# block 1

Figure 1. Congestion heat map (block 1).
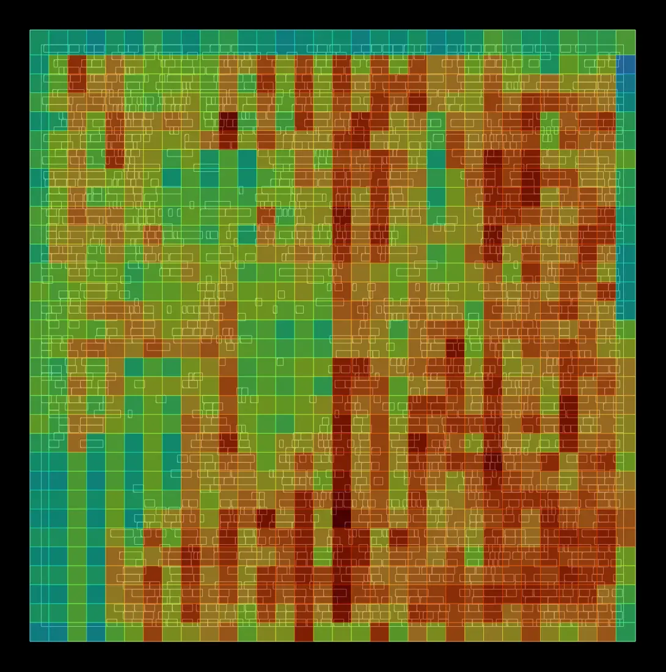
Figure 2. The metal 4 layer (block 1).
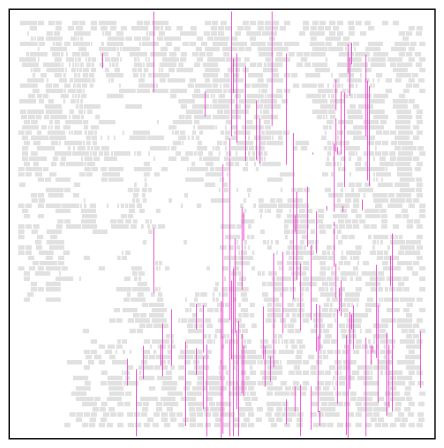
--- config.mk ---
export PLATFORM = sky130hd
export DESIGN_NAME = sprite_pixel_drawer
export DESIGN_NICKNAME = d
export VERILOG_FILES = /design/src/rtl/sprite_pixel_drawer.sv
export SDC_FILE = /design/constraint.sdc
export NUM_CORES = 1
export LEC_CHECK = 0
export ABC_AREA = 0
export CAP_MARGIN = 30
export CORE_AREA = 4 4 217 219
export DETAILED_ROUTE_END_ITERATION = 8
export DIE_AREA = 0 0 221 223
export PLACE_DENSITY = 0.65
export SYNTH_ARGS = -nofsm -noshare
export SYNTH_HDL_FRONTEND = slang
export SYNTH_SLANG_ARGS = --single-unit
--- constraint.sdc ---
create_clock -name clk -period 7.32 [get_ports clk]
set_input_delay 2.196 -clock clk [delete_from_list [all_inputs] [get_ports clk]]
set_output_delay 2.196 -clock clk [all_outputs]
set_load 0.02 [all_outputs]
--- src/rtl/sprite_pixel_drawer.sv ---
// Composites a 40x30 ROM sprite over the background; fixed 2-cycle latency, no stalls.
// Position writes are held pending and applied only on frame_tick so a frame never tears.
module sprite_pixel_drawer #(
  parameter int          SPR_W      = 40,
  parameter int          SPR_H      = 30,
  parameter int          SCALE_LOG2 = 0,
  parameter logic [11:0] TRANSP     = 12'hfff,
  parameter bit          TRANSP_EN  = 1'b1,
  parameter int          INIT_X     = 300,
  parameter int          INIT_Y     = 220
) (
  input  logic                  clk,
  input  logic                  reset,
  input  logic [9:0]            pixel_x,
  input  logic [9:0]            pixel_y,
  input  logic                  video_on,
  input  logic                  hsync_in,
  input  logic                  vsync_in,
  input  logic                  frame_tick,
  input  logic [9:0]            pos_x,
  input  logic [9:0]            pos_y,
  input  logic                  pos_wr,
  input  logic [11:0]           bg_rgb,
  output logic [4:0]            rom_row,
  input  logic [SPR_W*12-1:0]   rom_rgb,
  output logic [11:0]           rgb_out,
  output logic                  hsync_out,
  output logic                  vsync_out,
  output logic                  video_on_out
);

  localparam logic [10:0] BOX_W = 11'(SPR_W << SCALE_LOG2);
  localparam logic [10:0] BOX_H = 11'(SPR_H << SCALE_LOG2);
  localparam int          BW    = $clog2(SPR_W * 12);

  logic [9:0]  cur_x_q, cur_y_q, cur_x_d, cur_y_d;
  logic [9:0]  pend_x_q, pend_y_q, pend_x_d, pend_y_d;
  logic        pend_vld_q, pend_vld_d;

  logic        in_box1_q, in_box1_d;
  logic [5:0]  col1_q, col1_d;
  logic [4:0]  row1_q, row1_d;
  logic        vid1_q, hs1_q, vs1_q;
  logic [11:0] bg1_q;

  logic [11:0] rgb2_q, rgb2_d;
  logic        vid2_q, hs2_q, vs2_q;

  logic [10:0]   dx, dy;
  logic [BW-1:0] pix_base;
  logic [11:0]   pix;

  // A write coinciding with the tick bypasses the pending register entirely.
  always_comb begin
    cur_x_d    = cur_x_q;
    cur_y_d    = cur_y_q;
    pend_x_d   = pend_x_q;
    pend_y_d   = pend_y_q;
    pend_vld_d = pend_vld_q;
    if (pos_wr) begin
      pend_x_d = pos_x;
      pend_y_d = pos_y;
    end
    if (frame_tick && pos_wr) begin
      cur_x_d    = pos_x;
      cur_y_d    = pos_y;
      pend_vld_d = 1'b0;
    end else if (frame_tick && pend_vld_q) begin
      cur_x_d    = pend_x_q;
      cur_y_d    = pend_y_q;
      pend_vld_d = 1'b0;
    end else if (pos_wr) begin
      pend_vld_d = 1'b1;
    end
  end

  always_comb begin
    dx        = {1'b0, pixel_x} - {1'b0, cur_x_q};
    dy        = {1'b0, pixel_y} - {1'b0, cur_y_q};
    in_box1_d = video_on && !dx[10] && (dx < BOX_W) && !dy[10] && (dy < BOX_H);
    col1_d    = '0;
    row1_d    = '0;
    if (in_box1_d) begin
      col1_d = 6'(dx >> SCALE_LOG2);
      row1_d = 5'(dy >> SCALE_LOG2);
    end
  end

  // col1 is forced to 0 outside the box, so the select base never exceeds the row width.
  always_comb begin
    pix_base = BW'(12 * (SPR_W - 1 - int'(col1_q)));
    pix      = rom_rgb[pix_base +: 12];
    rgb2_d   = '0;
    if (vid1_q) begin
      if (!in_box1_q || (TRANSP_EN && (pix == TRANSP))) rgb2_d = bg1_q;
      else                                              rgb2_d = pix;
    end
  end

  always_ff @(posedge clk or posedge reset) begin
    if (reset) begin
      cur_x_q    <= 10'(INIT_X);
      cur_y_q    <= 10'(INIT_Y);
      pend_x_q   <= 10'(INIT_X);
      pend_y_q   <= 10'(INIT_Y);
      pend_vld_q <= 1'b0;
      in_box1_q  <= 1'b0;
      col1_q     <= '0;
      row1_q     <= '0;
      vid1_q     <= 1'b0;
      hs1_q      <= 1'b0;
      vs1_q      <= 1'b0;
      bg1_q      <= '0;
      rgb2_q     <= '0;
      vid2_q     <= 1'b0;
      hs2_q      <= 1'b0;
      vs2_q      <= 1'b0;
    end else begin
      cur_x_q    <= cur_x_d;
      cur_y_q    <= cur_y_d;
      pend_x_q   <= pend_x_d;
      pend_y_q   <= pend_y_d;
      pend_vld_q <= pend_vld_d;
      in_box1_q  <= in_box1_d;
      col1_q     <= col1_d;
      row1_q     <= row1_d;
      vid1_q     <= video_on;
      hs1_q      <= hsync_in;
      vs1_q      <= vsync_in;
      bg1_q      <= bg_rgb;
      rgb2_q     <= rgb2_d;
      vid2_q     <= vid1_q;
      hs2_q      <= hs1_q;
      vs2_q      <= vs1_q;
    end
  end

  assign rom_row      = row1_q;
  assign rgb_out      = rgb2_q;
  assign hsync_out    = hs2_q;
  assign vsync_out    = vs2_q;
  assign video_on_out = vid2_q;

endmodule

==> Slide: Implementation Results <==
Physical Implementation Snapshot

Detailed routing
  • DRT met1 WL: around 30,000 um

Yosys
  • Asr flop ratio synth: 100%
  • XORs/XNORs by Area: 1.15%
  • Synthesis Warnings: 0
  • Yosys Chip Area: 0.0159 mm2
  • Synth logic family: multiplexers
  • Seq share, synth: 13.2%
  • Syn Inst Count: 1,367
  • Ys flop type: dfrtp_1
  • Average size of a mapped cell: roughly 12 um2

Global route
  • GR peak layer: met2

Status
  • Outcome: finished, final reports clean

Die
  • CORE AREA: 0.0451 mm2
  • Fp util: 35.3%

Power and ir drop
  • Gate power share: 46.9%
  • Pwr top: combinational cells
  • Leakage: between 7 and 8 nW
  • Power Density: about 80 mW/mm2
  • Clk power: 0.000433 W
  • Final Total Pwr: ~0.0018 W

Worst setup path
  • Worst path slowest cell: a2111oi_0
  • Worst Path Buf+Inv: 1
  • Critical Path AT: approximately 6.2 ns

Clocking
  • Root Driver: clkbuf_16

Cells and area
  • Logic area: 0.0126 mm2
  • Inverters: 50
  • Antenna cells: 25
  • Top cell excl fill/tap: clkdlybuf4s50_1

Placement
  • IO buf count: 558

STA
  • Worst-Margin Slew: around 1.2 ns
Notes on Figure 1 above:
met2 Use GR: 51.1%
total track usage: 30.1%

Notes on Figure 2 above:
- share of all routed wire: 4.0%
- wire length on this layer: 3,110 um
- main direction: vertical
- nets with wire on the layer: 88
- longest straight run: 92.5 um
total number of vias: 16,000
detailed-route wire length: 77,500 um

==> path summary, 6_finish.rpt <==
check | start | end | slack (ns) | cells past startpoint
max in group asynchronous | reset | col1_q[0] | 3.98 | 3
min reg2reg | vs1_q | vsync_out | 0.35 | 0
max | col1_q[0] | rgb_out[6] | 1.28 | 12
min in group asynchronous | reset | hs1_q | 2.25 | 2
min | vs1_q | vsync_out | 0.35 | 0
max reg2reg | col1_q[0] | rgb_out[6] | 1.28 | 12
==> synthesized netlist by cell type (all sizes together), types with 6 or more instances <==
library cell  instances  area (um2)
mux2                 41         462
a21o                  9        67.6
nor4                  8        56.3
nor2                 60         228
dfrtp                65        1630
clkbuf               23        86.3
nand3                35         180
o22ai                16         100
o21ai                31         155
nor3                 12        60.1
a31oi                14        87.6
dfstp                18         473
inv                  49         184
ha                   30         375
nor2b                16         100
xnor2                14         123
or2                   6        37.5
mux2i               139        1390
xor2                  6        60.1
mux4                295        6720
a211oi               12        90.1
a32oi                14         123
a221oi               17         149
o21bai                7        52.6
nand2               120         450
a21oi                52         260
nand4                10        62.6
a22o                 17         149
buf                 120        1040
a22oi                25         188
o221ai               15         138

# block 2

## src/rtl/idct_block_sequencer.sv

```systemverilog
// Ping-pong 8x8 coefficient banks feeding a 2D IDCT engine, with one output buffer streamed
// out in raster order. Define IDCT_SEQ_LEVEL_SHIFT_EN to add +128 to each sample at capture.
module idct_block_sequencer #(
  parameter int COEF_W = 12,
  parameter int PIX_W  = 8
) (
  input  logic                 clk,
  input  logic                 rst,
  input  logic                 coef_valid,
  input  logic [COEF_W-1:0]    coef_data,
  output logic                 coef_ready,
  output logic                 idct_valid_in,
  output logic [64*COEF_W-1:0] idct_in,
  input  logic                 idct_valid_out,
  input  logic [64*PIX_W-1:0]  idct_out,
  output logic                 pix_valid,
  output logic [PIX_W-1:0]     pix_data,
  output logic                 pix_last,
  input  logic                 pix_ready,
  output logic                 busy,
  output logic [1:0]           dbg_state
);

  // Handshakes: a beat moves on a rising edge where valid and ready are both high;
  // ready never depends on valid in the same cycle, and valid/data hold while stalled.

  typedef enum logic [1:0] {
    S_IDLE  = 2'd0,
    S_ISSUE = 2'd1,
    S_WAIT  = 2'd2
  } state_e;

  state_e            state_q;
  logic              idct_valid_in_q;
  logic [1:0]        full_q, full_d;
  logic              wr_bank_q, wr_bank_d;
  logic              rd_bank_q, rd_bank_d;
  logic [5:0]        wr_idx_q, wr_idx_d;
  logic [5:0]        rd_idx_q, rd_idx_d;
  logic              obuf_full_q, obuf_full_d;

  logic [COEF_W-1:0] bank_q [2][64];
  logic [PIX_W-1:0]  obuf_q [64];
  logic [PIX_W-1:0]  cap_pix [64];

  logic coef_fire;
  logic blk_done;
  logic pix_fire;
  logic capture;
  logic rd_bank_ready;

  assign coef_ready = ~full_q[wr_bank_q];
  assign coef_fire  = coef_valid & coef_ready;
  assign blk_done   = coef_fire & (wr_idx_q == 6'd63);
  assign pix_fire   = obuf_full_q & pix_ready;
  assign capture    = (state_q == S_WAIT) & idct_valid_out;

  // Looking at the final write directly lets ISSUE follow the 64th coefficient with no bubble.
  assign rd_bank_ready = full_q[rd_bank_q] | (blk_done & (wr_bank_q == rd_bank_q));

  always_comb begin
    full_d      = full_q;
    wr_bank_d   = wr_bank_q;
    wr_idx_d    = wr_idx_q;
    rd_bank_d   = rd_bank_q;
    obuf_full_d = obuf_full_q;
    rd_idx_d    = rd_idx_q;
    if (coef_fire) begin
      wr_idx_d = wr_idx_q + 6'd1;
      if (blk_done) begin
        full_d[wr_bank_q] = 1'b1;
        wr_bank_d         = ~wr_bank_q;
        wr_idx_d          = 6'd0;
      end
    end
    // A capture frees the bank being read; the write side only ever touches the other bank.
    if (capture) begin
      full_d[rd_bank_q] = 1'b0;
      rd_bank_d         = ~rd_bank_q;
      obuf_full_d       = 1'b1;
    end
    if (pix_fire) begin
      rd_idx_d = rd_idx_q + 6'd1;
      if (rd_idx_q == 6'd63) begin
        obuf_full_d = 1'b0;
        rd_idx_d    = 6'd0;
      end
    end
  end

  always_ff @(posedge clk or negedge rst) begin
    if (!rst) begin
      full_q      <= 2'b00;
      wr_bank_q   <= 1'b0;
      wr_idx_q    <= 6'd0;
      rd_bank_q   <= 1'b0;
      obuf_full_q <= 1'b0;
      rd_idx_q    <= 6'd0;
    end else begin
      full_q      <= full_d;
      wr_bank_q   <= wr_bank_d;
      wr_idx_q    <= wr_idx_d;
      rd_bank_q   <= rd_bank_d;
      obuf_full_q <= obuf_full_d;
      rd_idx_q    <= rd_idx_d;
    end
  end

  always_ff @(posedge clk or negedge rst) begin
    if (!rst) begin
      state_q         <= S_IDLE;
      idct_valid_in_q <= 1'b0;
    end else begin
      idct_valid_in_q <= 1'b0;
      case (state_q)
        S_IDLE: begin
          if (rd_bank_ready && !obuf_full_q) begin
            state_q         <= S_ISSUE;
            idct_valid_in_q <= 1'b1;
          end
        end
        S_ISSUE: state_q <= S_WAIT;
        S_WAIT: begin
          if (idct_valid_out) state_q <= S_IDLE;
        end
        default: state_q <= S_IDLE;
      endcase
    end
  end

  always_comb begin
    for (int i = 0; i < 64; i++) begin
`ifdef IDCT_SEQ_LEVEL_SHIFT_EN
      cap_pix[i] = idct_out[i*PIX_W +: PIX_W] + PIX_W'(128);
`else
      cap_pix[i] = idct_out[i*PIX_W +: PIX_W];
`endif
    end
  end

  // Storage arrays carry no reset; the flags and pointers alone define what is valid.
  always_ff @(posedge clk) begin
    if (coef_fire) bank_q[wr_bank_q][wr_idx_q] <= coef_data;
    if (capture) begin
      for (int i = 0; i < 64; i++) obuf_q[i] <= cap_pix[i];
    end
  end

  always_comb begin
    idct_in = '0;
    for (int i = 0; i < 64; i++) idct_in[i*COEF_W +: COEF_W] = bank_q[rd_bank_q][i];
  end

  assign idct_valid_in = idct_valid_in_q;
  assign pix_valid     = obuf_full_q;
  assign pix_data      = obuf_q[rd_idx_q];
  assign pix_last      = obuf_full_q & (rd_idx_q == 6'd63);
  assign busy          = (|full_q) | (state_q != S_IDLE) | obuf_full_q;
  assign dbg_state     = state_q;

endmodule

```

## config.mk

```make
export PLATFORM = sky130hd
export DESIGN_NAME = idct_block_sequencer
export DESIGN_NICKNAME = d
export VERILOG_FILES = /design/src/rtl/idct_block_sequencer.sv
export SDC_FILE = /design/constraint.sdc
export NUM_CORES = 2
export LEC_CHECK = 0
export CAP_MARGIN = 20
export CORE_AREA = 8 8 501 503
export CTS_CLUSTER_SIZE = 20
export DETAILED_ROUTE_END_ITERATION = 10
export DIE_AREA = 0 0 509 511
export GPL_TIMING_DRIVEN = 0
export SYNTH_ARGS = -nofsm -noshare
export SYNTH_HDL_FRONTEND = slang
export SYNTH_SLANG_ARGS = --single-unit
```

## constraint.sdc

```tcl
create_clock -name clk -period 64 [get_ports clk]
set_clock_uncertainty 0.15 [all_clocks]
set_input_delay 6.4 -clock clk [delete_from_list [all_inputs] [get_ports clk]]
set_output_delay 6.4 -clock clk [all_outputs]
set_load 0.05 [all_outputs]
```

==> Slide: Implementation Results <==
Physical Implementation Snapshot

Status
  • Outcome: finished, final reports clean

Clocking
  • Clk latency late pin: 0.83 ns

STA
  • FMAX: 0.0875 GHz
  • Finish-stage setup viols: 0
  • Fin crit share: 17.9%
  • Worst slew margin: 23.2%
  • Worst-Margin Slew: around 1.1 ns

Cells and area
  • Area grow syn2layout: 33.9%
  • Logic area: approximately 0.014 mm2
  • Largest class: flip-flops and latches
  • Max reg flops: about 1,500

Detailed routing
  • DR vias/cell: between 4 and 5

Yosys
  • Synthesis Warnings: 0
  • Unique cell types: 51
  • Commonest cells post-synth: 2,048 x edfxtp_1, 788 x mux2_2, 149 x nor2_1

Worst setup path
  • Critical Path AT: 4.88 ns

Global route
  • Number of global-route vias before repair: 41,900
  • First-pass GRT wire length: around 350,000 um

Min path
  • Worst hold-check path type: flop to flop
==> placed cells by master (no fill, tap or decap), types with 4 or more instances in the layout <==
master	Yosys	final
xnor2_1	4	4
clkbuf_2	0	8
clkinv_1	0	50
edfxtp_1	2048	2048
and2_1	8	8
clkbuf_16	0	209
mux4_2	110	110
o22ai_1	6	6
inv_6	0	4
a221oi_1	6	6
buf_6	6	38
nor2b_1	12	12
clkdlybuf4s50_1	0	1299
clkinv_4	0	4
buf_8	0	12
mux2_2	788	788
mux2i_1	42	42
o21ai_0	16	16
diode_2	0	9
buf_16	0	17
clkbuf_1	107	122
a22oi_1	7	7
o311ai_0	7	4
nor2_2	0	12
buf_1	5	5
nand3_1	12	11
clkinvlp_4	0	7
bufinv_16	0	25
a21oi_1	21	21
buf_2	16	19
nor2_1	149	136
clkinv_2	0	60
dfrtp_1	20	20
mux4_1	7	7
nand2_1	46	46
buf_12	1	17
buf_4	9	57
clkinv_16	0	11
==> worst max-delay path, cell delays in order, from the launching register on <==
cell	delay, ns
dfrtp_1	0.43
buf_4	0.28
buf_4	0.40
buf_2	0.61
mux4_2	0.49
mux2i_1	0.11
mux2i_1	0.43
nor2_1	0.11
o32ai_1	0.17
clkdlybuf4s50_1	1.02
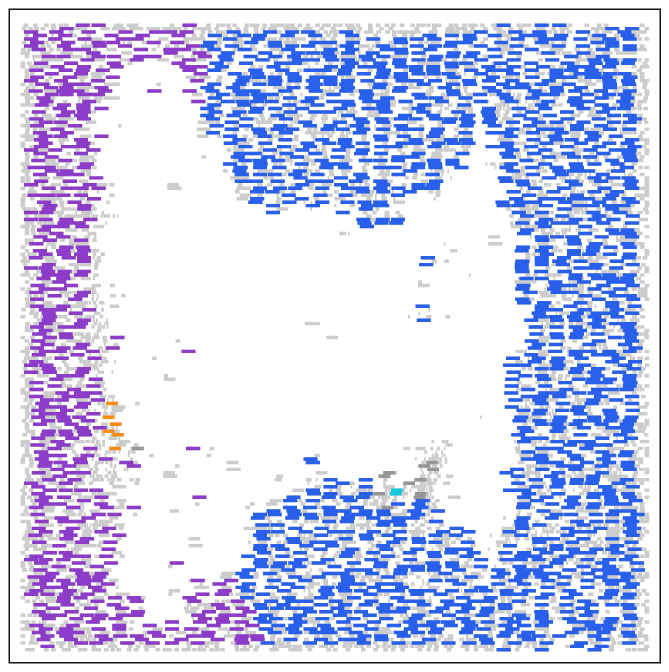
Figure 3: block 2, where the registers sit.
Other sequential cells in the stronger gray, the rest of the logic in the fainter gray.
- cyan: full_q (sequential cells 2)
- blue: bank_q (sequential cells 1,536)
- orange: rd_idx_q (sequential cells 6)
- purple: obuf_q (sequential cells 512; where a vertical strip on the left)
- not colored: 12
Util after Layout: 42.1%
Seq. pwr: 0.00157 W
sequential share of cell area: 60.7%

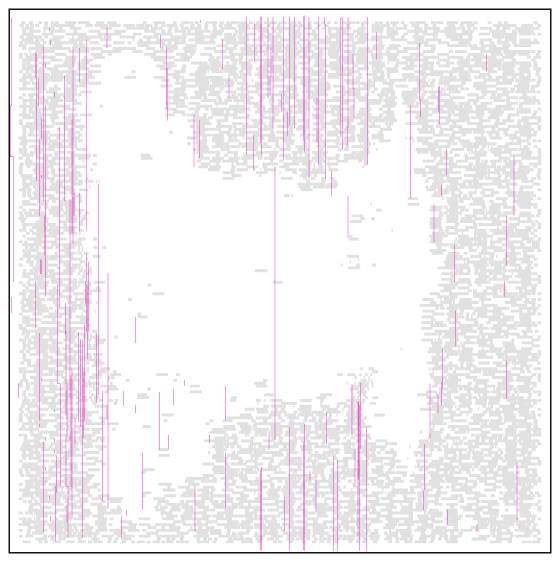
Figure 4: block 2, the metal 4 layer.
- longest straight run: 258 um
- wire length on this layer: 9,870 um
detailed-route wire length: 263,000 um
total number of vias: 40,800



==> screenshots <==
Pin map.
Pins as bars across the die edge, other pins in gray.
(a)
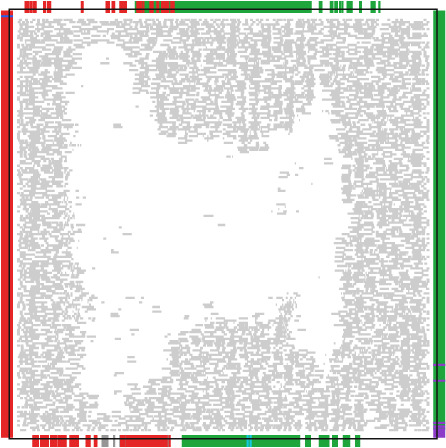
(b)
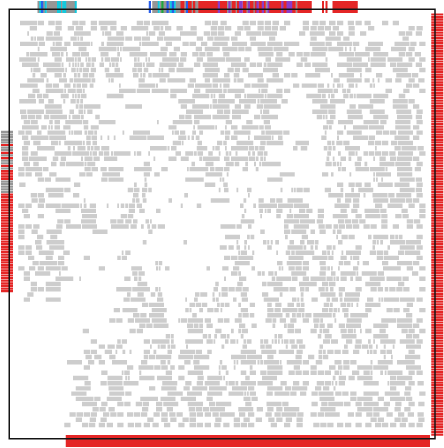
- block 2 = (a)
- block 1 = (b)

Power and IR drop assume default switching activity.
